######## lpc_record_serializer_flat ########
Figure 1. The clock network (lpc_record_serializer_flat).
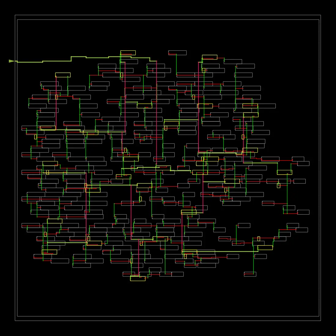

==> config.mk <==
export PLATFORM = sky130hd
export DESIGN_NAME = lpc_record_serializer_flat
export DESIGN_NICKNAME = d
export VERILOG_FILES = /design/src/rtl/lpc_record_serializer_if.sv /design/src/rtl/lpc_record_serializer.sv /design/src/flat_wrapper.sv
export SDC_FILE = /design/constraint.sdc
export NUM_CORES = 1
export LEC_CHECK = 0
export CORE_MARGIN = 1
export CORE_UTILIZATION = 30
export DETAILED_ROUTE_END_ITERATION = 8
export PLACE_DENSITY = 0.59
export SKIP_CTS_REPAIR_TIMING = 1
export SKIP_LAST_GASP = 1
export SYNTH_ARGS = -nofsm -noshare
export SYNTH_HDL_FRONTEND = slang
export SYNTH_SLANG_ARGS = --single-unit
==> constraint.sdc <==
create_clock -name clock -period 7.6 [get_ports clock]
set_input_delay 1.14 -clock clock [delete_from_list [all_inputs] [get_ports clock]]
set_output_delay 1.14 -clock clock [all_outputs]
set_load 0.01 [all_outputs]
==> src/rtl/lpc_record_serializer_if.sv <==
// lpc_record_serializer_if: record input, byte output and status signals of the serializer.
interface lpc_record_serializer_if #(
    parameter int AW = 48,
    parameter int DEPTH_LOG2 = 2
);
    logic [AW-1:0]         in_data;
    logic                  in_valid;
    logic [7:0]            tx_data;
    logic                  tx_valid;
    logic                  tx_ready;
    logic [DEPTH_LOG2:0]   fifo_level;
    logic                  overflow;
    logic [7:0]            dropped;
    logic                  clear_overflow;
    modport master (
        output in_data, in_valid, tx_ready, clear_overflow,
        input  tx_data, tx_valid, fifo_level, overflow, dropped
    );
    modport slave (
        input  in_data, in_valid, tx_ready, clear_overflow,
        output tx_data, tx_valid, fifo_level, overflow, dropped
    );
endinterface

==> src/rtl/lpc_record_serializer.sv <==
// lpc_record_serializer: queues record strobes in a small FIFO and streams each as SYNC plus MSB-first bytes.
module lpc_record_serializer #(
    parameter int AW = 48,
    parameter int DEPTH_LOG2 = 2,
    parameter logic [7:0] SYNC = 8'hA5
) (
    input logic clock,
    input logic reset,
    lpc_record_serializer_if.slave bus
);
    localparam int NB = AW / 8;
    localparam int DEPTH = 2 ** DEPTH_LOG2;
    localparam int LW = DEPTH_LOG2 + 1;
    localparam int IW = NB > 1 ? $clog2(NB) : 1;
    typedef enum logic [1:0] {IDLE, SEND_SYNC, SEND_DATA} state_t;
    state_t                state_q, state_d;
    logic [AW-1:0]         mem_q [DEPTH];
    logic [DEPTH_LOG2-1:0] wr_q, wr_d, rd_q, rd_d;
    logic [LW-1:0]         level_q, level_d;
    logic [AW-1:0]         shift_q, shift_d;
    logic [IW-1:0]         idx_q, idx_d;
    logic [7:0]            tx_data_q, tx_data_d;
    logic                  tx_valid_q, tx_valid_d;
    logic                  overflow_q, overflow_d;
    logic [7:0]            dropped_q, dropped_d;
    logic                  xfer, last, pop, push, drop;
    always_comb begin
        xfer = tx_valid_q && bus.tx_ready;
        last = (state_q == SEND_DATA) && (idx_q == IW'(NB - 1));
        // A pop frees a slot at the same edge, so a full FIFO still takes the push
        pop  = (level_q != '0) && ((state_q == IDLE) || (xfer && last));
        push = bus.in_valid && ((level_q < LW'(DEPTH)) || pop);
        drop = bus.in_valid && !push;
        wr_d = wr_q + DEPTH_LOG2'(push);
        rd_d = rd_q + DEPTH_LOG2'(pop);
        level_d = level_q + LW'(push) - LW'(pop);
        overflow_d = bus.clear_overflow ? 1'b0 : (drop ? 1'b1 : overflow_q);
        dropped_d = bus.clear_overflow ? {7'b0, drop} :
                    ((drop && dropped_q != 8'hFF) ? dropped_q + 8'd1 : dropped_q);
        state_d = state_q;
        shift_d = shift_q;
        idx_d = idx_q;
        tx_data_d = tx_data_q;
        tx_valid_d = tx_valid_q;
        if (pop) begin
            shift_d = mem_q[rd_q];
            tx_data_d = SYNC;
            tx_valid_d = 1'b1;
            idx_d = '0;
            state_d = SEND_SYNC;
        end else if (xfer) begin
            if (last) begin
                tx_valid_d = 1'b0;
                state_d = IDLE;
            end else begin
                tx_data_d = shift_q[AW-1 -: 8];
                shift_d = shift_q << 8;
                idx_d = (state_q == SEND_SYNC) ? '0 : idx_q + IW'(1);
                state_d = SEND_DATA;
            end
        end
    end
    always_ff @(posedge clock) begin
        if (reset) begin
            state_q <= IDLE;
            wr_q <= '0;
            rd_q <= '0;
            level_q <= '0;
            shift_q <= '0;
            idx_q <= '0;
            tx_data_q <= '0;
            tx_valid_q <= 1'b0;
            overflow_q <= 1'b0;
            dropped_q <= '0;
        end else begin
            if (push) mem_q[wr_q] <= bus.in_data;
            state_q <= state_d;
            wr_q <= wr_d;
            rd_q <= rd_d;
            level_q <= level_d;
            shift_q <= shift_d;
            idx_q <= idx_d;
            tx_data_q <= tx_data_d;
            tx_valid_q <= tx_valid_d;
            overflow_q <= overflow_d;
            dropped_q <= dropped_d;
        end
    end
    assign bus.tx_data = tx_data_q;
    assign bus.tx_valid = tx_valid_q;
    assign bus.fifo_level = level_q;
    assign bus.overflow = overflow_q;
    assign bus.dropped = dropped_q;
endmodule

==> src/flat_wrapper.sv <==
// flat-port wrapper written by rule: the top's interface ports become plain ports
module lpc_record_serializer_flat 
#(
    parameter int AW = 48,
    parameter int DEPTH_LOG2 = 2,
    parameter logic [7:0] SYNC = 8'hA5
)
  (clock, reset, bus_in_data, bus_in_valid, bus_tx_ready, bus_clear_overflow, bus_tx_data, bus_tx_valid, bus_fifo_level, bus_overflow, bus_dropped);
  lpc_record_serializer_if #(.AW(AW), .DEPTH_LOG2(DEPTH_LOG2)) bus_i ();
  input logic clock;
  input logic reset;
  input wire logic [$bits(bus_i.in_data)-1:0] bus_in_data;
  input wire logic [$bits(bus_i.in_valid)-1:0] bus_in_valid;
  input wire logic [$bits(bus_i.tx_ready)-1:0] bus_tx_ready;
  input wire logic [$bits(bus_i.clear_overflow)-1:0] bus_clear_overflow;
  output wire logic [$bits(bus_i.tx_data)-1:0] bus_tx_data;
  output wire logic [$bits(bus_i.tx_valid)-1:0] bus_tx_valid;
  output wire logic [$bits(bus_i.fifo_level)-1:0] bus_fifo_level;
  output wire logic [$bits(bus_i.overflow)-1:0] bus_overflow;
  output wire logic [$bits(bus_i.dropped)-1:0] bus_dropped;
  assign bus_i.in_data = bus_in_data;
  assign bus_i.in_valid = bus_in_valid;
  assign bus_i.tx_ready = bus_tx_ready;
  assign bus_i.clear_overflow = bus_clear_overflow;
  assign bus_tx_data = bus_i.tx_data;
  assign bus_tx_valid = bus_i.tx_valid;
  assign bus_fifo_level = bus_i.fifo_level;
  assign bus_overflow = bus_i.overflow;
  assign bus_dropped = bus_i.dropped;
  lpc_record_serializer #(.AW(AW), .DEPTH_LOG2(DEPTH_LOG2), .SYNC(SYNC)) u_core (.clock(clock), .reset(reset), .bus(bus_i));
endmodule
######## disp_arbiter ########
$ cat src/rtl/disp_arbiter.sv
// disp_arbiter: shares the 8-digit seven-segment display between a timed alert
// source and three level-request view sources (fixed priority src1 > src2 > src3).
// Output frame {i0..i7}, i0 in [63:56]; 8'hFF per digit is a blank digit.
// Optional feature macro: DISP_ARB_BLINK_EN -- the alert frame blinks with a
// half-period of BLINK_CYC cycles instead of being shown steadily.
module disp_arbiter #(
  parameter int unsigned HOLD_CYC  = 100_000_000,
  parameter int unsigned DWELL     = 10_000_000,
  parameter int unsigned BLINK_CYC = 25_000_000,
  parameter int unsigned CNT_W     = 27
) (
  input  logic        clk,
  input  logic        rst,
  input  logic        alert_pulse,
  input  logic [63:0] alert_frame,
  input  logic [2:0]  req,
  input  logic [63:0] frame1,
  input  logic [63:0] frame2,
  input  logic [63:0] frame3,
  output logic [63:0] disp_frame,
  output logic [3:0]  grant,
  output logic        alert_busy
);

  localparam logic [63:0]      Blank     = '1;
  localparam logic [CNT_W-1:0] HoldLoad  = CNT_W'(HOLD_CYC - 1);
  localparam logic [CNT_W-1:0] DwellLoad = CNT_W'(DWELL - 1);
  localparam logic [CNT_W-1:0] CntOne    = CNT_W'(1);

  typedef enum logic [1:0] {
    StIdle,
    StSrc,
    StAlert
  } state_e;

  state_e           state_q, state_d;
  logic [1:0]       owner_q, owner_d;   // 1..3 while in StSrc, 0 otherwise
  logic [CNT_W-1:0] hold_q, hold_d;
  logic [CNT_W-1:0] dwell_q, dwell_d;
  logic [63:0]      buf_q, buf_d;
  logic [63:0]      disp_q, disp_d;
  logic [3:0]       grant_q, grant_d;

  logic [1:0]       win;
  logic [63:0]      win_frame;
  logic [63:0]      own_frame;
  logic             own_req;
  logic             arb;
  logic [63:0]      alert_view;

`ifdef DISP_ARB_BLINK_EN
  localparam logic [CNT_W-1:0] BlinkLast = CNT_W'(BLINK_CYC - 1);

  logic [CNT_W-1:0] blink_q, blink_d;
  logic             vis_q, vis_d;     // alert phase: 1 = frame shown, 0 = blanked

  // Blink phase counter: restarts visible on every capture, runs while the alert holds.
  always_comb begin
    blink_d = blink_q;
    vis_d   = vis_q;
    if (alert_pulse) begin
      blink_d = '0;
      vis_d   = 1'b1;
    end else if (state_q == StAlert && hold_q != '0) begin
      if (blink_q == BlinkLast) begin
        blink_d = '0;
        vis_d   = ~vis_q;
      end else begin
        blink_d = blink_q + CntOne;
      end
    end
  end

  // Blink phase registers.
  always_ff @(posedge clk or negedge rst) begin
    if (!rst) begin
      blink_q <= '0;
      vis_q   <= 1'b1;
    end else begin
      blink_q <= blink_d;
      vis_q   <= vis_d;
    end
  end

  assign alert_view = vis_d ? buf_q : Blank;
`else
  // BLINK_CYC only matters when the blink feature is built in.
  logic unused_blink_cfg;
  assign unused_blink_cfg = ^BLINK_CYC;
  assign alert_view       = buf_q;
`endif

  // Fixed-priority winner among the level requests (0 = nobody asking).
  always_comb begin
    win       = 2'd0;
    win_frame = Blank;
    if (req[0]) begin
      win       = 2'd1;
      win_frame = frame1;
    end else if (req[1]) begin
      win       = 2'd2;
      win_frame = frame2;
    end else if (req[2]) begin
      win       = 2'd3;
      win_frame = frame3;
    end
  end

  // Live frame and request level of the current owner.
  always_comb begin
    own_frame = Blank;
    own_req   = 1'b0;
    unique case (owner_q)
      2'd1: begin
        own_frame = frame1;
        own_req   = req[0];
      end
      2'd2: begin
        own_frame = frame2;
        own_req   = req[1];
      end
      2'd3: begin
        own_frame = frame3;
        own_req   = req[2];
      end
      default: begin
        own_frame = Blank;
        own_req   = 1'b0;
      end
    endcase
  end

  // Next-state: alert capture first, then per-state hold/dwell handling and arbitration.
  always_comb begin
    state_d = state_q;
    owner_d = owner_q;
    hold_d  = hold_q;
    dwell_d = dwell_q;
    buf_d   = buf_q;
    disp_d  = disp_q;
    grant_d = grant_q;
    arb     = 1'b0;

    if (alert_pulse) begin
      // A pulse wins over any request activity in the same cycle.
      state_d = StAlert;
      owner_d = 2'd0;
      buf_d   = alert_frame;
      hold_d  = HoldLoad;
      grant_d = 4'b0001;
      disp_d  = alert_frame;
    end else begin
      unique case (state_q)
        StAlert: begin
          if (hold_q != '0) begin
            hold_d = hold_q - CntOne;
            disp_d = alert_view;
          end else begin
            // Last alert cycle: hand over in the same cycle, as from idle.
            arb = 1'b1;
          end
        end
        StSrc: begin
          if (!own_req) begin
            arb = 1'b1;
          end else if (dwell_q == '0 && win < owner_q) begin
            // Higher-priority preemption only once the dwell time is used up.
            arb = 1'b1;
          end else begin
            disp_d = own_frame;
            if (dwell_q != '0) begin
              dwell_d = dwell_q - CntOne;
            end
          end
        end
        StIdle: begin
          arb = 1'b1;
        end
        default: begin
          arb = 1'b1;
        end
      endcase

      if (arb) begin
        if (win != 2'd0) begin
          state_d = StSrc;
          owner_d = win;
          dwell_d = DwellLoad;
          grant_d = 4'b0001 << win;
          disp_d  = win_frame;
        end else begin
          state_d = StIdle;
          owner_d = 2'd0;
          dwell_d = '0;
          grant_d = 4'b0000;
          disp_d  = Blank;
        end
      end
    end
  end

  // State and output registers; reset aborts any alert or grant immediately.
  always_ff @(posedge clk or negedge rst) begin
    if (!rst) begin
      state_q <= StIdle;
      owner_q <= 2'd0;
      hold_q  <= '0;
      dwell_q <= '0;
      buf_q   <= Blank;
      disp_q  <= Blank;
      grant_q <= 4'b0000;
    end else begin
      state_q <= state_d;
      owner_q <= owner_d;
      hold_q  <= hold_d;
      dwell_q <= dwell_d;
      buf_q   <= buf_d;
      disp_q  <= disp_d;
      grant_q <= grant_d;
    end
  end

  assign disp_frame = disp_q;
  assign grant      = grant_q;
  assign alert_busy = grant_q[0];

endmodule

$ cat config.mk
export PLATFORM = sky130hd
export DESIGN_NAME = disp_arbiter
export DESIGN_NICKNAME = d
export VERILOG_FILES = /design/src/rtl/disp_arbiter.sv
export SDC_FILE = /design/constraint.sdc
export NUM_CORES = 1
export LEC_CHECK = 0
export CAP_MARGIN = 20
export CORE_UTILIZATION = 45
export DETAILED_ROUTE_END_ITERATION = 8
export PLACE_DENSITY_LB_ADDON = 0.1
export SETUP_SLACK_MARGIN = 0.1
export SLEW_MARGIN = 20
export SYNTH_ARGS = -nofsm -noshare
export SYNTH_HDL_FRONTEND = slang
export SYNTH_SLANG_ARGS = --single-unit
$ cat constraint.sdc
create_clock -name clk -period 2.7 [get_ports clk]
set_input_delay 0.405 -clock clk [delete_from_list [all_inputs] [get_ports clk]]
set_output_delay 0.405 -clock clk [all_outputs]
set_load 0.005 [all_outputs]
######## uart_msg_serialiser ########
**src/rtl/uart_msg_serialiser.sv**
```systemverilog
// uart_msg_serialiser
//    Latches one fixed-width message from the system controller and streams it
//    to the UART transmitter MSB-first, one byte per transfer.
//    Counts completed messages with a wrapping 16-bit counter.
//
// Parameters
//    MSG_BYTES       message length in bytes (2..16); the header is the top byte
//
// Ports
//    clk             system clock, rising edge
//    reset           synchronous, active-high
//    uart_out_msg    message to send, sampled only on an accepting cycle
//    uart_out_req    send request; accepted when uart_out_req && uart_out_ready
//    uart_out_ready  registered, high only when idle
//    tx_data         byte to the transmitter
//    tx_valid        tx_data is valid
//    tx_ready        transmitter takes the byte when tx_valid && tx_ready
//    msgs_sent       count of fully transmitted messages, wraps at 0xFFFF
//
// Build option
//    UART_TX_CHECKSUM_EN  when defined, an 8-bit XOR of the message bytes is
//                         appended as one trailing byte.
//
// State     | meaning
// ----------+--------------------------------------------------------------
// ST_IDLE   | ready for a new message, tx_valid low
// ST_SEND   | presenting message bytes, MSB first
// ST_CHECK  | presenting the checksum byte (checksum build only)

module uart_msg_serialiser #(
   parameter int MSG_BYTES = 4
) (
   input  logic                   clk,
   input  logic                   reset,
   input  logic [8*MSG_BYTES-1:0] uart_out_msg,
   input  logic                   uart_out_req,
   output logic                   uart_out_ready,
   output logic [7:0]             tx_data,
   output logic                   tx_valid,
   input  logic                   tx_ready,
   output logic [15:0]            msgs_sent
);

   localparam int MW = 8 * MSG_BYTES;
   localparam int CW = $clog2(MSG_BYTES);
   localparam logic [CW-1:0] LAST_IDX = CW'(MSG_BYTES - 1);

   localparam logic [1:0] ST_IDLE  = 2'd0;
   localparam logic [1:0] ST_SEND  = 2'd1;
`ifdef UART_TX_CHECKSUM_EN
   localparam logic [1:0] ST_CHECK = 2'd2;
`endif

   logic [1:0]    state_q, state_d;
   logic [MW-1:0] shift_q, shift_d;
   logic [CW-1:0] cnt_q,   cnt_d;
   logic          ready_q, ready_d;
   logic [15:0]   msgs_q,  msgs_d;
`ifdef UART_TX_CHECKSUM_EN
   logic [7:0]    csum_q,  csum_d;
`endif

   always_comb begin
      state_d = state_q;
      shift_d = shift_q;
      cnt_d   = cnt_q;
      msgs_d  = msgs_q;
`ifdef UART_TX_CHECKSUM_EN
      csum_d  = csum_q;
`endif
      case (state_q)
         ST_IDLE: begin
            if (ready_q && uart_out_req) begin
               shift_d = uart_out_msg;
               cnt_d   = '0;
`ifdef UART_TX_CHECKSUM_EN
               csum_d  = 8'h00;
`endif
               state_d = ST_SEND;
            end
         end
         ST_SEND: begin
            if (tx_ready) begin
               shift_d = shift_q << 8;
`ifdef UART_TX_CHECKSUM_EN
               csum_d  = csum_q ^ shift_q[MW-1 -: 8];
`endif
               if (cnt_q == LAST_IDX) begin
                  // Clear rather than wrap so non-power-of-two sizes stay in range.
                  cnt_d = '0;
`ifdef UART_TX_CHECKSUM_EN
                  state_d = ST_CHECK;
`else
                  state_d = ST_IDLE;
                  msgs_d  = msgs_q + 16'd1;
`endif
               end else begin
                  cnt_d = cnt_q + CW'(1);
               end
            end
         end
`ifdef UART_TX_CHECKSUM_EN
         ST_CHECK: begin
            if (tx_ready) begin
               state_d = ST_IDLE;
               msgs_d  = msgs_q + 16'd1;
            end
         end
`endif
         default: state_d = ST_IDLE;
      endcase
      // Looking at the next state keeps ready low on the accept edge and
      // raises it the cycle after the final transfer.
      ready_d = (state_d == ST_IDLE);
   end

   always_ff @(posedge clk) begin
      if (reset) begin
         state_q <= ST_IDLE;
         shift_q <= '0;
         cnt_q   <= '0;
         ready_q <= 1'b0;
         msgs_q  <= 16'd0;
`ifdef UART_TX_CHECKSUM_EN
         csum_q  <= 8'h00;
`endif
      end else begin
         state_q <= state_d;
         shift_q <= shift_d;
         cnt_q   <= cnt_d;
         ready_q <= ready_d;
         msgs_q  <= msgs_d;
`ifdef UART_TX_CHECKSUM_EN
         csum_q  <= csum_d;
`endif
      end
   end

   always_comb begin
`ifdef UART_TX_CHECKSUM_EN
      tx_valid = (state_q == ST_SEND) || (state_q == ST_CHECK);
      tx_data  = (state_q == ST_CHECK) ? csum_q : shift_q[MW-1 -: 8];
`else
      tx_valid = (state_q == ST_SEND);
      tx_data  = shift_q[MW-1 -: 8];
`endif
   end

   assign uart_out_ready = ready_q;
   assign msgs_sent      = msgs_q;

endmodule

```
**config.mk**
```make
export PLATFORM = sky130hd
export DESIGN_NAME = uart_msg_serialiser
export DESIGN_NICKNAME = d
export VERILOG_FILES = /design/src/rtl/uart_msg_serialiser.sv
export SDC_FILE = /design/constraint.sdc
export NUM_CORES = 1
export LEC_CHECK = 0
export ABC_AREA = 1
export CORE_ASPECT_RATIO = 1.1
export CORE_MARGIN = 10
export CORE_UTILIZATION = 25
export CTS_CLUSTER_SIZE = 28
export DETAILED_ROUTE_END_ITERATION = 10
export DONT_BUFFER_PORTS = 1
export GPL_TIMING_DRIVEN = 0
export SLEW_MARGIN = 30
export SYNTH_ARGS = -nofsm -noshare
export SYNTH_HDL_FRONTEND = slang
export SYNTH_SLANG_ARGS = --single-unit
```
**constraint.sdc**
```tcl
create_clock -name clk -period 4.3 [get_ports clk]
set_clock_uncertainty 0.05 [all_clocks]
set_input_delay 0.645 -clock clk [delete_from_list [all_inputs] [get_ports clk]]
set_output_delay 0.645 -clock clk [all_outputs]
set_load 0.02 [all_outputs]
```
######## stopwatch_ctrl ########
<file path="src/rtl/stopwatch_ctrl.sv">
// stopwatch_ctrl: centisecond BCD stopwatch with start/stop, lap and clear buttons.
// The lap register and LAP state exist only when STOPWATCH_LAP_EN is defined.
module stopwatch_ctrl #(
  parameter bit HOLD_OVF = 1'b0
) (
  input  logic        mclk,
  input  logic        rst_n,
  input  logic        tick_100hz,
  input  logic        btn_start,
  input  logic        btn_lap,
  input  logic        btn_clear,
  output logic [21:0] time_disp,
  output logic [1:0]  state,
  output logic        running,
  output logic        ovf
);
  typedef enum logic [1:0] {IDLE = 2'b00, RUN = 2'b01, PAUSE = 2'b10, LAP = 2'b11} state_t;
  state_t      r_state, w_ns;
  logic [21:0] r_cnt, w_cnt_nxt;
  logic        w_tick, w_roll, w_clr;
  logic        w_c0, w_c1, w_c2, w_c3, w_c4;
`ifdef STOPWATCH_LAP_EN
  logic [21:0] r_lap;
  logic        w_lap_ld;
`endif
  assign w_tick = tick_100hz && (r_state == RUN || r_state == LAP);
  assign w_c0   = r_cnt[3:0] == 4'd9;
  assign w_c1   = w_c0 && r_cnt[7:4] == 4'd9;
  assign w_c2   = w_c1 && r_cnt[11:8] == 4'd9;
  assign w_c3   = w_c2 && r_cnt[14:12] == 3'd5;
  assign w_c4   = w_c3 && r_cnt[18:15] == 4'd9;
  assign w_roll = w_tick && w_c4 && r_cnt[21:19] == 3'd5;
  assign state  = r_state;
  // each digit wraps when every lower digit carries; a saturating rollover leaves the count untouched
  always_comb begin
    w_cnt_nxt = r_cnt;
    if (w_tick && !(w_roll && HOLD_OVF)) begin
      w_cnt_nxt[3:0]   = w_c0 ? 4'd0 : r_cnt[3:0] + 4'd1;
      w_cnt_nxt[7:4]   = w_c1 ? 4'd0 : w_c0 ? r_cnt[7:4] + 4'd1 : r_cnt[7:4];
      w_cnt_nxt[11:8]  = w_c2 ? 4'd0 : w_c1 ? r_cnt[11:8] + 4'd1 : r_cnt[11:8];
      w_cnt_nxt[14:12] = w_c3 ? 3'd0 : w_c2 ? r_cnt[14:12] + 3'd1 : r_cnt[14:12];
      w_cnt_nxt[18:15] = w_c4 ? 4'd0 : w_c3 ? r_cnt[18:15] + 4'd1 : r_cnt[18:15];
      w_cnt_nxt[21:19] = w_roll ? 3'd0 : w_c4 ? r_cnt[21:19] + 3'd1 : r_cnt[21:19];
    end
  end
  always_comb begin
    w_ns  = r_state;
    w_clr = 1'b0;
`ifdef STOPWATCH_LAP_EN
    w_lap_ld = 1'b0;
`endif
    case (r_state)
      IDLE: begin
        w_clr = btn_clear;
        w_ns  = (!btn_clear && btn_start) ? RUN : IDLE;
      end
      RUN: begin
        w_ns = btn_start ? PAUSE : RUN;
`ifdef STOPWATCH_LAP_EN
        w_lap_ld = !btn_start && btn_lap;
        if (w_lap_ld) w_ns = LAP;
`endif
      end
      PAUSE: begin
        w_clr = btn_clear;
        w_ns  = btn_clear ? IDLE : btn_start ? RUN : PAUSE;
      end
`ifdef STOPWATCH_LAP_EN
      LAP: begin
        w_lap_ld = !btn_clear && !btn_start && btn_lap;
        w_ns     = btn_clear ? RUN : btn_start ? PAUSE : LAP;
      end
`endif
      default: w_ns = IDLE;
    endcase
    if (w_roll && HOLD_OVF) w_ns = PAUSE;
  end
  always_ff @(posedge mclk or negedge rst_n)
    if (!rst_n) begin
      r_state   <= IDLE;
      r_cnt     <= '0;
      time_disp <= '0;
      running   <= 1'b0;
      ovf       <= 1'b0;
`ifdef STOPWATCH_LAP_EN
      r_lap     <= '0;
`endif
    end else begin
      r_state <= w_ns;
      running <= w_ns == RUN || w_ns == LAP;
      r_cnt   <= w_clr ? '0 : w_cnt_nxt;
      ovf     <= !w_clr && (ovf || w_roll);
`ifdef STOPWATCH_LAP_EN
      r_lap     <= w_clr ? '0 : w_lap_ld ? w_cnt_nxt : r_lap;
      time_disp <= r_state == LAP ? r_lap : r_cnt;
`else
      time_disp <= r_cnt;
`endif
    end
endmodule
</file>
<file path="config.mk">
export PLATFORM = sky130hd
export DESIGN_NAME = stopwatch_ctrl
export DESIGN_NICKNAME = d
export VERILOG_FILES = /design/src/rtl/stopwatch_ctrl.sv
export SDC_FILE = /design/constraint.sdc
export NUM_CORES = 1
export LEC_CHECK = 0
export ABC_AREA = 0
export CAP_MARGIN = 25
export CELL_PAD_IN_SITES_DETAIL_PLACEMENT = 1
export CELL_PAD_IN_SITES_GLOBAL_PLACEMENT = 2
export CORE_MARGIN = 4
export CORE_UTILIZATION = 37
export DETAILED_ROUTE_END_ITERATION = 12
export PLACE_DENSITY = 0.93
export SLEW_MARGIN = 20
export SYNTH_ARGS = -nofsm -noshare
export SYNTH_HDL_FRONTEND = slang
export SYNTH_SLANG_ARGS = --single-unit
</file>
<file path="constraint.sdc">
create_clock -name mclk -period 3.6 [get_ports mclk]
set_input_delay 0.72 -clock mclk [delete_from_list [all_inputs] [get_ports mclk]]
set_output_delay 0.72 -clock mclk [all_outputs]
set_load 0.005 [all_outputs]
</file>
Figure 2. Met3 routing (uart_msg_serialiser).
Drawn at 2 px/micron. Cells faint in the background.
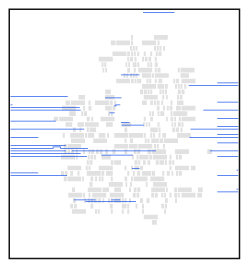
The wires run mostly horizontal. 37 nets have wire on it.

==> Slide: Implementation Results, uart_msg_serialiser <==
Implementation Results

Outcome
  • Status: finished clean

Cells and area
  • Gate Area: about 1100 sq um
  • Top cells excl fill/tap: nand2_1 (85), dfxtp_1 (53), nor2_1 (41)
  • NonClk Buf Share: ~5.4%
  • Top class by area: combinational gates
  • Logic Gate Count: 235

Logic synthesis
  • Main logic family after synthesis: simple AND/OR/NAND/NOR gates
  • Adder share: around 1%
  • Synthesized area: between 2000 and 2500 sq um
  • Top cell type's share of synthesized area: around 43%

Global routing
  • Vias in the first global route: about 2100
  • GR peak layer: met2
  • Total GRT Usage: a little under a tenth

Critical path
  • Bufs and invs on worst path: 2
  • CP Launch Type: flip-flop

Power and ir drop
  • Switching Share: between 20% and 30%
  • Clk. pwr: 302 uW
  • Psw: around 230 uW
  • Seq group: around 520 uW

Floorplanning
  • Die width: ~110 microns
  • Site row count: 37
  • Die height: between 100 and 150 microns

Routing
  • Met1 WL: between 2000 and 3000 microns
  • WL/cell: ~15 microns

Placement
  • Worst slack at placement: around 2.5 ns
  • Number of port buffers: 0
  • Placer Congestion: 0.8161
  • Cell Count Post-Placement: ~460
[uart_msg_serialiser: final timing paths]
path	from	end	slack (ns)	depth (start not counted)
max reg2reg	msgs_sent[1]$_SDFFE_PP0P_	msgs_sent[10]$_SDFFE_PP0P_	2.49	8
min	reset	msgs_sent[2]$_SDFFE_PP0P_	0.35	1
min reg2reg	shift_q[22]$_SDFFE_PP0P_	shift_q[22]$_SDFFE_PP0P_	0.41	2
max	state_q[0]$_SDFF_PP0_	tx_valid	2.40	3
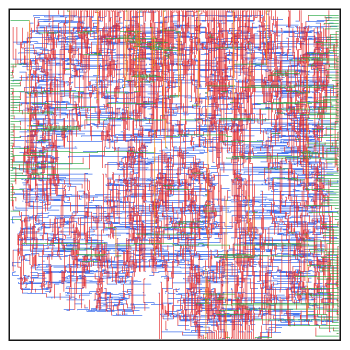
Figure 3: disp_arbiter, metal layers overlaid.
Drawn at 2 px/micron.
Orange stands for met4, wire length 1010 microns. Red stands for met2, wire length 20.0 mm. Green stands for met3, wire length 2920 microns. Blue stands for met1, wire length 17600 microns.

==> Slide: Implementation Results, disp_arbiter <==
Implementation Results

Clocking
  • Htree depth: 4
  • Latency at later pin: between 0.4 and 0.5 ns
  • Post CTS Setup Buffer Count: 0

Critical path
  • Worst Setup SP: dwell_q[14]$_DFFE_PN0P_
  • Largest stage delay on the critical path: around 0.43 ns
  • Critical path depth: 9

Routing
  • Drt first-iter violations: slightly below 1000

Floorplanning
  • Die height: approximately 160 microns

Outcome
  • Status: finished clean

Power and ir drop
  • Clk. pwr: approximately 2600 uW

Cells and area
  • Layout cells sized above 1: roughly 20%
  • Top cells excl fill/tap: clkdlybuf4s50_1 (327), nand2_1 (218), o21ai_0 (218)

Logic synthesis
  • Register area share after synthesis: 40.99%
  • FF+latch count, synth: 189
  • AND-OR/OR-AND Cells, Area Fraction: 26.41%
  • Syn_nets: ~1600
  • Synthesized area: around 12000 sq um

Placement
  • Number of port buffers: approximately 330
-- disp_arbiter: sequential cells by signal, indices dropped and copies added (netlist names) --
signal / flops
grant: 4
alert_view: 64
owner_q: 2
hold_q: 27
disp_frame: 64
state_q: 1
dwell_q: 27
-- disp_arbiter: final cells by class --
type	instances	share of cell area (%)
clock buffers	19	2.700
flip-flops and latches	189	29.18
repair buffers	404	24.80
well taps	335	2.499
diodes	11	0.1641
multi-input cells	988	38.07
inverters	80	1.790
clock inverters	11	0.7981
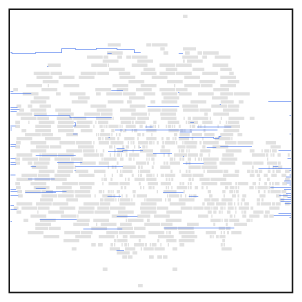
Figure 4: lpc_record_serializer_flat, met3 routing.
Drawn at 1.5 px/micron. Cells faint in the background.
The layer carries 886 microns of wire. 65 nets have wire on it.

Notes on Figure 1 above:
Num CTS Buffers: 28
seq_cells: 270
clk sink count: 270

==> Slide: Implementation Results, lpc_record_serializer_flat <==
Implementation Results

Outcome
  • Status: finished clean

Cells and area
  • Logic Gate Count: between 300 and 400

Floorplanning
  • IO Count: between 70 and 80

Critical path
  • Worst r2r dst: u_core.bus.fifo_level[1]$_SDFF_PP0_
  • Critical path depth: 8

Clocking
  • Htree depth: 1

Routing
  • WL/cell: about 18 microns
  • Drt pass-1 iters: 4
  • DR top layer: met4

Timing
  • Clock skew: 0.01931 ns

Power and ir drop
  • Maximum vdd drop: between 0.15 and 0.2 mV
  • Part of the power in registers: between 40 and 50%

Logic synthesis
  • Yosys cell types: roughly 47
  • Main logic family after synthesis: multiplexers

Worst hold path
  • Hold Path End: u_core.bus.tx_data[4]$_SDFFE_PP0P_
  • Worst hold path depth: 2

Placement
  • Cell Count Post-Placement: roughly 1200
-- lpc_record_serializer_flat: registers in the layout, summed over array words and instances, names as in the netlist --
register	count
u_core.bus.dropped	8
u_core.rd_q	2
u_core.state_q	2
u_core.wr_q	2
u_core.idx_q	3
u_core.bus.tx_data	8
u_core.bus.tx_valid	1
u_core.shift_q	48
u_core.mem_q	192
u_core.bus.fifo_level	3
u_core.bus.overflow	1
Figure 5. The clock network (stopwatch_ctrl).
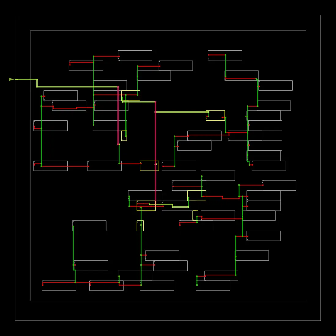
CLK BUF: 7
clock skew: 0.004546 ns
clk sink count: 47
Clk. pwr: 296 uW

==> Slide: Implementation Results, stopwatch_ctrl <==
Implementation Results

Critical path
  • CP endpoint kind: output port
  • Critical path depth: 1
  • Worst r2r dst: r_cnt[19]$_DFFE_PN0P_

Floorplanning
  • IO Count: 32

Logic synthesis
  • Mapped Avg Cell Area: 11.47 sq um
  • Mapped Cells: 182
  • Syn_nets: around 200
  • Yosys cell types: between 40 and 50
  • # Cells Yosys: ~180
  • Number of enable flip-flop cells: 0
  • Adder share: around 7.2%

Global routing
  • Vias in the first global route: approximately 1500
  • Met3 Track Usage GR: about 2.9%

Outcome
  • Status: finished clean

Worst hold path
  • Type of the worst min-delay path: flip-flop to flip-flop
  • Worst hold path depth: 0

Power and ir drop
  • Pleak: ~0.0011 uW
  • Maximum vdd drop: ~0.13 mV
  • Clock share of power: 32.7%

Placement
  • Placer Congestion: 0.7495

Cells and area
  • Final Instance Area: 2502 sq um
  • Antenna cells: 0

Timing
  • RSZ-0062 raised after global routing: false
  • Final worst slack: around 1.5 ns
  • Final period utilization: roughly three fifths

Run
  • Tool warning count: 33

Clocking
  • Num CTS Buffers: 5
==> stopwatch_ctrl: state kept, by name, indices dropped and copies added, names as in the netlist <==
signal and count:
ovf 1, running 1, time_disp 22, r_cnt 22
state 1
==> stopwatch_ctrl: cell type report <==
| class | instances | area (sq um) |
|---|---|---|
| Clock buffer | 7 | 76.32 |
| Clock inverter | 1 | 5.005 |
| Fill cell | 613 | 3004 |
| Inverter | 10 | 37.54 |
| Multi-Input combinational cell | 117 | 819.5 |
| Sequential cell | 47 | 1176 |
| Tap cell | 72 | 90.09 |
| Timing Repair Buffer | 30 | 297.8 |

## Gallery

Power grid.
image #1
Drawn at 2 px/micron. Pins as bars on the die edge. Tap cells in grey.
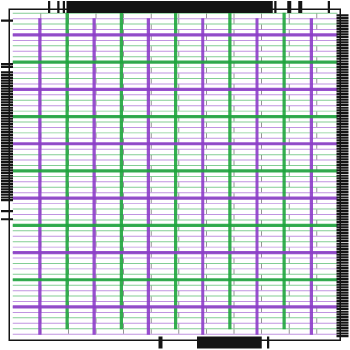
image #2
Drawn at 4 px/micron. Pins as bars on the die edge. Tap cells in grey.
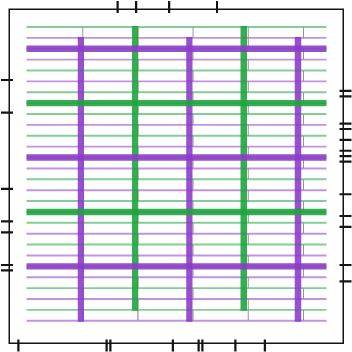
image #3
Drawn at 2 px/micron. Pins as bars on the die edge. Tap cells in grey.
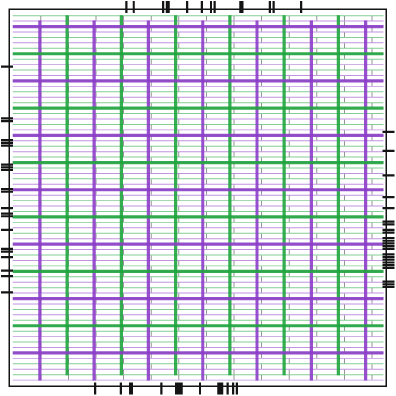
image #4
Drawn at 3 px/micron. Pins as bars on the die edge. Tap cells in grey.
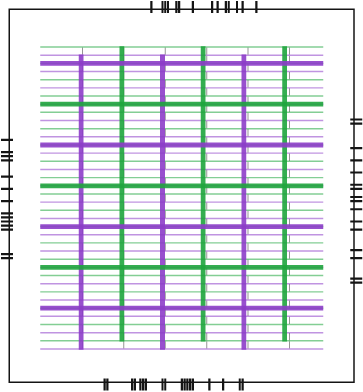
lpc_record_serializer_flat -> image #3
disp_arbiter -> image #1
uart_msg_serialiser -> image #4
stopwatch_ctrl -> image #2

Key to image #2:
Green stands for VDD. Purple stands for VSS.
32 signal pins sit on the boundary. 5 straps on met5. 28 met1 rails follow the rows. 72 tap cells.


######## cc_hitmiss_dispatcher ########
Figure 6. The clock network (cc_hitmiss_dispatcher).
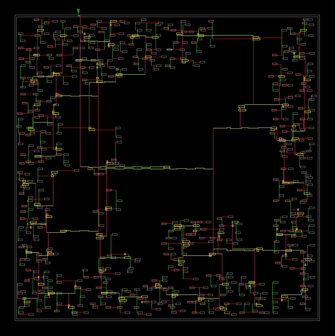

File: config.mk
export PLATFORM = sky130hd
export DESIGN_NAME = cc_hitmiss_dispatcher
export DESIGN_NICKNAME = d
export VERILOG_FILES = /design/src/rtl/cc_pkg.sv /design/src/rtl/cc_outstanding_ctr.sv /design/src/rtl/cc_hitmiss_dispatcher.sv
export SDC_FILE = /design/constraint.sdc
export NUM_CORES = 1
export LEC_CHECK = 0
export CORE_AREA = 2 2 464 466
export DETAILED_ROUTE_END_ITERATION = 7
export DIE_AREA = 0 0 466 468
export GPL_ROUTABILITY_DRIVEN = 0
export PLACE_DENSITY = 0.31
export SLEW_MARGIN = 20
export SYNTH_ARGS = -nofsm -noshare
export SYNTH_HDL_FRONTEND = slang
export SYNTH_HIERARCHICAL = 1
export SYNTH_SLANG_ARGS = --single-unit
File: constraint.sdc
create_clock -name clk -period 2.7 [get_ports clk]
set_clock_uncertainty 0.2 [all_clocks]
set_input_delay 0.405 -clock clk [delete_from_list [all_inputs] [get_ports clk]]
set_output_delay 0.405 -clock clk [all_outputs]
set_load 0.02 [all_outputs]
File: src/rtl/cc_pkg.sv
// Shared types and constants for the hit/miss dispatcher slice.
package cc_pkg;

    localparam int          CC_LINE_W     = 512;
    localparam int          CC_OFFSET_W   = 6;
    localparam int          CC_HIT_DATA_W = 518;
    localparam logic [3:0]  CC_BURST_LEN  = 4'd7;
    // Wide enough for MAX_OUTSTANDING up to 15.
    localparam int          CC_OUT_CTR_W  = 4;

    typedef enum logic {
        IDLE    = 1'b0,
        MISS_AR = 1'b1
    } cc_state_e;

endpackage

File: src/rtl/cc_outstanding_ctr.sv
// Up/down counter of in-flight misses. It saturates at 0 and at MAX_COUNT,
// and flags full when MAX_COUNT misses are outstanding.
module cc_outstanding_ctr
    import cc_pkg::*;
#(
    parameter int MAX_COUNT = 4
) (
    input  logic clk,
    input  logic rst_n,
    input  logic inc_i,
    input  logic dec_i,
    output logic full_o
);

    logic [CC_OUT_CTR_W-1:0] count_q;
    logic [CC_OUT_CTR_W-1:0] count_d;

    // Next count: simultaneous inc and dec cancel; the ends saturate.
    always_comb begin
        count_d = count_q;
        if (inc_i && !dec_i) begin
            if (count_q < CC_OUT_CTR_W'(MAX_COUNT)) begin
                count_d = count_q + 1'b1;
            end
        end else if (dec_i && !inc_i) begin
            if (count_q != '0) begin
                count_d = count_q - 1'b1;
            end
        end
    end

    // Count register with synchronous active-low clear.
    always_ff @(posedge clk) begin
        if (!rst_n) begin
            count_q <= '0;
        end else begin
            count_q <= count_d;
        end
    end

    assign full_o = (count_q >= CC_OUT_CTR_W'(MAX_COUNT));

`ifndef SYNTHESIS
    // A final R beat with nothing outstanding means the memory side misbehaved.
    always_ff @(posedge clk) begin
        if (rst_n && dec_i && !inc_i) begin
            assert (count_q != '0);
        end
    end
`endif

endmodule

File: src/rtl/cc_hitmiss_dispatcher.sv
// Dispatches tag-lookup results. Every accepted lookup writes its hit/miss
// flag. A hit writes the data FIFO, and a miss issues one AXI read burst.
// Lookups are throttled on FIFO almost-full and on the outstanding-miss cap.
// Optional hit/miss performance counters: CC_DISPATCH_PERF_CNT_EN.
module cc_hitmiss_dispatcher
    import cc_pkg::*;
#(
    parameter int ADDR_W          = 32,
    parameter int MAX_OUTSTANDING = 4,
    parameter int CNT_W           = 32
) (
    input  logic                     clk,
    input  logic                     rst_n,
    input  logic                     lk_valid_i,
    output logic                     lk_ready_o,
    input  logic                     lk_hit_i,
    input  logic [ADDR_W-1:0]        lk_addr_i,
    input  logic [CC_LINE_W-1:0]     lk_line_i,
    input  logic                     hit_flag_fifo_afull_i,
    output logic                     hit_flag_fifo_wren_o,
    output logic                     hit_flag_fifo_wdata_o,
    input  logic                     hit_data_fifo_afull_i,
    output logic                     hit_data_fifo_wren_o,
    output logic [CC_HIT_DATA_W-1:0] hit_data_fifo_wdata_o,
    output logic [ADDR_W-1:0]        mem_araddr_o,
    output logic [3:0]               mem_arlen_o,
    output logic                     mem_arvalid_o,
    input  logic                     mem_arready_i,
    input  logic                     mem_rvalid_i,
    input  logic                     mem_rready_i,
    input  logic                     mem_rlast_i,
    output logic [CNT_W-1:0]         hit_cnt_o,
    output logic [CNT_W-1:0]         miss_cnt_o
);

    cc_state_e                state_q, state_d;
    logic                     flag_wren_q, flag_wren_d;
    logic                     flag_wdata_q, flag_wdata_d;
    logic                     data_wren_q, data_wren_d;
    logic [CC_HIT_DATA_W-1:0] data_wdata_q, data_wdata_d;
    logic [ADDR_W-1:0]        araddr_q, araddr_d;

    logic accept;
    logic ar_hs;
    logic retire;
    logic out_full;

    // A miss blocks new lookups until its AR is issued, so flags and AR issue
    // can never reorder.
    assign lk_ready_o = (state_q == IDLE) && !hit_flag_fifo_afull_i &&
                        !hit_data_fifo_afull_i && !out_full;
    assign accept     = lk_valid_i && lk_ready_o;
    assign ar_hs      = (state_q == MISS_AR) && mem_arready_i;
    assign retire     = mem_rvalid_i && mem_rready_i && mem_rlast_i;

    cc_outstanding_ctr #(
        .MAX_COUNT (MAX_OUTSTANDING)
    ) u_ctr (
        .clk    (clk),
        .rst_n  (rst_n),
        .inc_i  (ar_hs),
        .dec_i  (retire),
        .full_o (out_full)
    );

    // Next state and the next values of the registered FIFO/AR outputs.
    always_comb begin
        state_d      = state_q;
        flag_wren_d  = 1'b0;
        flag_wdata_d = 1'b0;
        data_wren_d  = 1'b0;
        data_wdata_d = data_wdata_q;
        araddr_d     = araddr_q;
        case (state_q)
            IDLE: begin
                if (accept) begin
                    flag_wren_d  = 1'b1;
                    flag_wdata_d = lk_hit_i;
                    if (lk_hit_i) begin
                        data_wren_d  = 1'b1;
                        data_wdata_d = {lk_addr_i[CC_OFFSET_W-1:0], lk_line_i};
                    end else begin
                        araddr_d = {lk_addr_i[ADDR_W-1:CC_OFFSET_W], {CC_OFFSET_W{1'b0}}};
                        state_d  = MISS_AR;
                    end
                end
            end
            MISS_AR: begin
                if (mem_arready_i) begin
                    state_d = IDLE;
                end
            end
            default: state_d = IDLE;
        endcase
    end

    // State and output registers.
    always_ff @(posedge clk) begin
        if (!rst_n) begin
            state_q      <= IDLE;
            flag_wren_q  <= 1'b0;
            flag_wdata_q <= 1'b0;
            data_wren_q  <= 1'b0;
            data_wdata_q <= '0;
            araddr_q     <= '0;
        end else begin
            state_q      <= state_d;
            flag_wren_q  <= flag_wren_d;
            flag_wdata_q <= flag_wdata_d;
            data_wren_q  <= data_wren_d;
            data_wdata_q <= data_wdata_d;
            araddr_q     <= araddr_d;
        end
    end

    assign hit_flag_fifo_wren_o  = flag_wren_q;
    assign hit_flag_fifo_wdata_o = flag_wdata_q;
    assign hit_data_fifo_wren_o  = data_wren_q;
    assign hit_data_fifo_wdata_o = data_wdata_q;
    assign mem_arvalid_o         = (state_q == MISS_AR);
    assign mem_araddr_o          = araddr_q;
    assign mem_arlen_o           = CC_BURST_LEN;

`ifdef CC_DISPATCH_PERF_CNT_EN
    logic [CNT_W-1:0] hit_cnt_q;
    logic [CNT_W-1:0] miss_cnt_q;

    // Accepted hit/miss counters, wrapping naturally.
    always_ff @(posedge clk) begin
        if (!rst_n) begin
            hit_cnt_q  <= '0;
            miss_cnt_q <= '0;
        end else begin
            if (accept && lk_hit_i) begin
                hit_cnt_q <= hit_cnt_q + 1'b1;
            end
            if (accept && !lk_hit_i) begin
                miss_cnt_q <= miss_cnt_q + 1'b1;
            end
        end
    end

    assign hit_cnt_o  = hit_cnt_q;
    assign miss_cnt_o = miss_cnt_q;
`else
    assign hit_cnt_o  = '0;
    assign miss_cnt_o = '0;
`endif

endmodule

######## ro_freq_meter ########
--- config.mk ---
export PLATFORM = sky130hd
export DESIGN_NAME = ro_freq_meter
export DESIGN_NICKNAME = d
export VERILOG_FILES = /design/src/rtl/ro_freq_meter.sv
export SDC_FILE = /design/constraint.sdc
export NUM_CORES = 1
export LEC_CHECK = 0
export CORE_AREA = 2 2 74 76
export CTS_CLUSTER_DIAMETER = 40
export DETAILED_ROUTE_END_ITERATION = 12
export DIE_AREA = 0 0 76 78
export PLACE_DENSITY_LB_ADDON = 0.2
export SLEW_MARGIN = 25
export SYNTH_ARGS = -nofsm -noshare
export SYNTH_HDL_FRONTEND = slang
export SYNTH_SLANG_ARGS = --single-unit
--- constraint.sdc ---
create_clock -name clk -period 5.95 [get_ports clk]
set_input_delay 0.595 -clock clk [delete_from_list [all_inputs] [get_ports clk]]
set_output_delay 0.595 -clock clk [all_outputs]
set_load 0.005 [all_outputs]
--- src/rtl/ro_freq_meter.sv ---
// Ring-oscillator frequency meter: counts synchronized rising edges of
// meas_in over a selectable gate window and exposes the count in parallel and serially.
module ro_freq_meter #(
  parameter int CNT_W       = 12,
  parameter int SYNC_STAGES = 2
) (
  input  logic             clk,
  input  logic             rst_n,
  input  logic             meas_in,
  input  logic [1:0]       gate_sel,
  input  logic             start,
  output logic             busy,
  output logic             done,
  output logic             ovf,
  output logic [CNT_W-1:0] result,
  input  logic             rd_shift,
  output logic             sout
);

  localparam int SS = (SYNC_STAGES < 2) ? 2 : SYNC_STAGES;

  typedef enum logic {IDLE, GATE} state_e;

  state_e           state_q, state_d;
  logic [SS-1:0]    sync_q;
  logic             hist_q;
  logic [13:0]      win_q, win_d;
  logic [CNT_W-1:0] cnt_q, cnt_d;
  logic             iovf_q, iovf_d;
  logic [CNT_W-1:0] res_q, res_d;
  logic             ovf_q, ovf_d;
  logic [CNT_W-1:0] shf_q, shf_d;
  logic             done_q, done_d;
  logic             rise;
  logic [CNT_W-1:0] cnt_nx;
  logic             iovf_nx;
  logic [13:0]      win_ld;

  assign rise = sync_q[SS-1] & ~hist_q;

  always_ff @(posedge clk or negedge rst_n) begin
    if (!rst_n) begin
      sync_q <= '0;
      hist_q <= 1'b0;
    end else begin
      sync_q <= {sync_q[SS-2:0], meas_in};
      hist_q <= sync_q[SS-1];
    end
  end

  always_comb begin
    win_ld = 14'd255;
    unique case (gate_sel)
      2'd0: win_ld = 14'd255;
      2'd1: win_ld = 14'd1023;
      2'd2: win_ld = 14'd4095;
      2'd3: win_ld = 14'd16383;
    endcase
  end

  // Saturating edge count; an edge at full scale only raises overflow.
  always_comb begin
    cnt_nx  = cnt_q;
    iovf_nx = iovf_q;
    if (rise) begin
      if (&cnt_q) iovf_nx = 1'b1;
      else        cnt_nx  = cnt_q + 1'b1;
    end
  end

  always_comb begin
    state_d = state_q;
    win_d   = win_q;
    cnt_d   = cnt_q;
    iovf_d  = iovf_q;
    res_d   = res_q;
    ovf_d   = ovf_q;
    done_d  = 1'b0;
    shf_d   = rd_shift ? {shf_q[CNT_W-2:0], 1'b0} : shf_q;
    unique case (state_q)
      IDLE: begin
        if (start) begin
          state_d = GATE;
          win_d   = win_ld;
          cnt_d   = '0;
          iovf_d  = 1'b0;
        end
      end
      GATE: begin
        win_d  = win_q - 14'd1;
        cnt_d  = cnt_nx;
        iovf_d = iovf_nx;
        if (win_q == 14'd0) begin
          state_d = IDLE;
          win_d   = '0;
          res_d   = cnt_nx;
          ovf_d   = iovf_nx;
          shf_d   = cnt_nx;
          done_d  = 1'b1;
        end
      end
    endcase
  end

  always_ff @(posedge clk or negedge rst_n) begin
    if (!rst_n) begin
      state_q <= IDLE;
      win_q   <= '0;
      cnt_q   <= '0;
      iovf_q  <= 1'b0;
      res_q   <= '0;
      ovf_q   <= 1'b0;
      shf_q   <= '0;
      done_q  <= 1'b0;
    end else begin
      state_q <= state_d;
      win_q   <= win_d;
      cnt_q   <= cnt_d;
      iovf_q  <= iovf_d;
      res_q   <= res_d;
      ovf_q   <= ovf_d;
      shf_q   <= shf_d;
      done_q  <= done_d;
    end
  end

  assign busy   = (state_q == GATE);
  assign done   = done_q;
  assign ovf    = ovf_q;
  assign result = res_q;
  assign sout   = shf_q[CNT_W-1];

endmodule

Figure 7. Met3 routing (ro_freq_meter).
Drawn at 4 px/micron. Cells faint in the background.
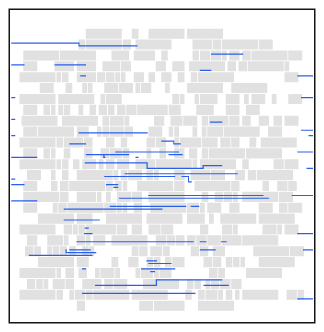
The wires run mostly horizontal. 45 nets have wire on it.

==> Slide: Implementation Results, ro_freq_meter <==
Implementation Results

Routing
  • DRC Markers: 0
  • Final antenna-violating net count: 0

Outcome
  • Status: finished clean

Clocking
  • # hold bufs at CTS: 0
  • CTS tree: yes

Logic synthesis
  • MUX share of area: ~3%
  • Dominant register cell: dfrtp_1
  • Dominant cell by count in the synthesized netlist: dfrtp_1
  • Synthesized area: roughly 3100 sq um

Critical path
  • CP Launch Type: flip-flop
  • Largest stage delay on the critical path: about 0.86 ns

Worst hold path
  • Type of the worst min-delay path: flip-flop to flip-flop

Cells and area
  • Seq_cells: 57
  • Clk cell area share: under 10%
  • Layout cells sized above 1: roughly 11%

Timing
  • Slew headroom: between 20% and 30%

Global routing
  • First-pass GRT wire length: around 12000 microns

Placement
  • Post-DP Area: 3348 sq um
ro_freq_meter: through the flow:
step	hold WS, ns	cells	setup slack [ns]	utilization (%)
6_report	0.3480	414	3.202	69.95
5_1_grt	0.3689	414	2.907	69.95
4_1_cts	0.3490	414	3.243	69.85
3_5_place_dp	0.3347	398	3.253	66.40
3_3_place_gp	0.3334	398	3.406	66.40
2_1_floorplan	0.2994	323	4.064	-
ro_freq_meter: power breakdown:
part	switching [uW]	internal, uW	leakage (uW)
registers	96.4	442	0.000738
logic	106	77.4	0.000628
clock network	149	172	0.0000932
Figure 8. Metal 2 (cc_hitmiss_dispatcher).
Drawn at 1 px/micron.
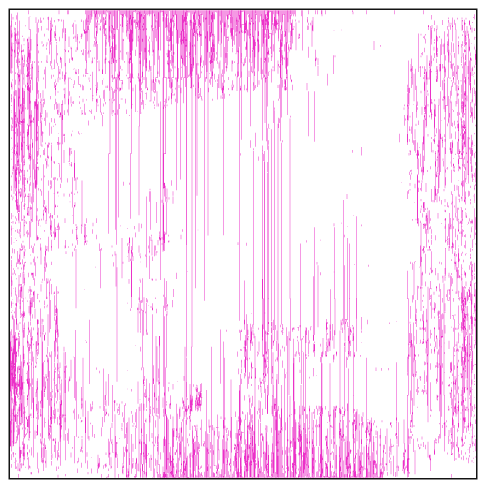
The layer carries 61.4 mm of wire. The wires run mostly vertical. The longest straight run is 291 microns. The layer holds 46% of the routed length. 3731 nets have wire on it.

About Figure 6:
clk sink count: 551
CLK BUF: 117
Num CTS Buffers: 83

==> Slide: Implementation Results, cc_hitmiss_dispatcher <==
Implementation Results

Outcome
  • Status: finished clean

Timing
  • Final period utilization: 95.02%
  • Setup_tns: 0 ns

Cells and area
  • Inverters: 4
  • Register Area: ~11000 sq um
  • Final Instance Area: approximately 43000 sq um
  • Filler Cells Inserted: ~24000

Routing
  • Drt pass-1 iters: 6
  • DR top layer: met5

Critical path
  • Largest stage delay on the critical path: about 0.36 ns
  • Crit Reg-Reg Startpoint: u_ctr/count_q[3]$_SDFFE_PN0P_
  • Worst Setup SP: u_ctr/count_q[3]$_SDFFE_PN0P_
  • Crit path max fanout: 7

Global routing
  • Total congestion overflow: 0

Logic synthesis
  • Yosys cell types: 30
  • Main area contributors: dfxtp_1 (48%), mux2i_1 (24%), nand2_1 (18%)
  • Number of enable flip-flop cells: 0

Clocking
  • Clk buf depth: 3
  • Root Driver: clkbuf_16

Run
  • Tool warning count: 26
[cc_hitmiss_dispatcher: critical path, delay by kind of cell (launching register included)]
kind	cells	cell delay (ns)
AND/OR/NAND/NOR	2	0.56
flip-flops	1	0.36
buffers and inverters	2	0.34
[cc_hitmiss_dispatcher: power by group through the flow]
| stage | Sequential [uW] | Clock [uW] | Combinational [uW] |
|---|---|---|---|
| final | 8440 | 11000 | 3070 |
| after global placement | 8610 | 0 | 2720 |
| after detailed placement | 8610 | 0 | 2720 |
| after CTS | 8440 | 11600 | 3150 |
| after global routing | 8450 | 11800 | 3300 |
| after floorplan | 8810 | 0 | 965 |

## Gallery

Power grid.
(a)
Drawn at 4 px/micron. Pins as bars on the die edge. Tap cells in grey.
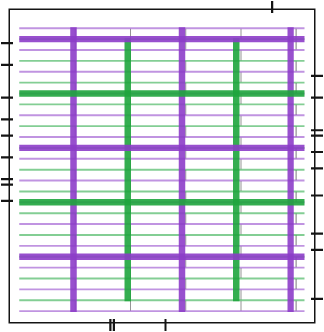
(b)
Pins as bars on the die edge. Tap cells in grey.
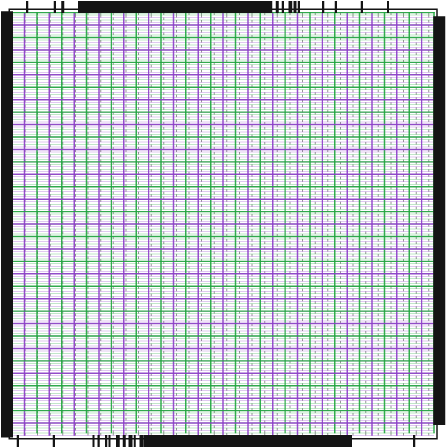
| picture | from |
|---|---|
| (a) | ro_freq_meter |
| (b) | cc_hitmiss_dispatcher |
- largest die: (b)
- most pins: (b)

Key to (b):
Green stands for VDD. Purple stands for VSS.
34 straps on met5. 171 met1 rails follow the rows. 2838 tap cells.



==> screenshots <==
Met3 routing.
panel A
Drawn at 3 px/micron. Cells faint in the background.
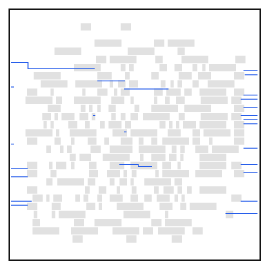
panel B
Drawn at 1 px/micron. Cells faint in the background.
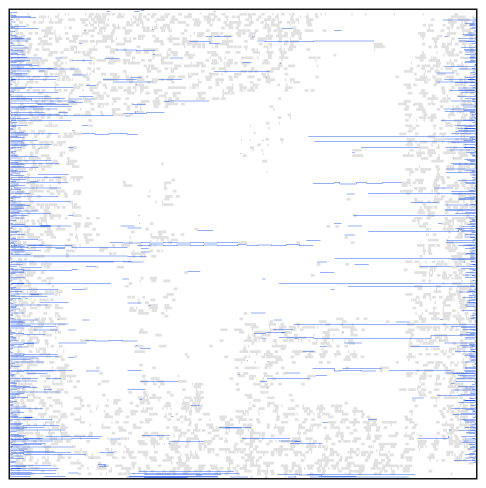
panel C
Drawn at 1.5 px/micron. Cells faint in the background.
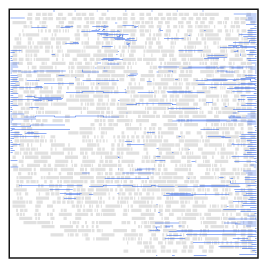
For stopwatch_ctrl, see panel A.
For cc_hitmiss_dispatcher, see panel B.
For disp_arbiter, see panel C.
Of these, largest die: panel B
Of these, smallest die: panel A

No activity file was given, so power comes from the tool's default toggle rates.
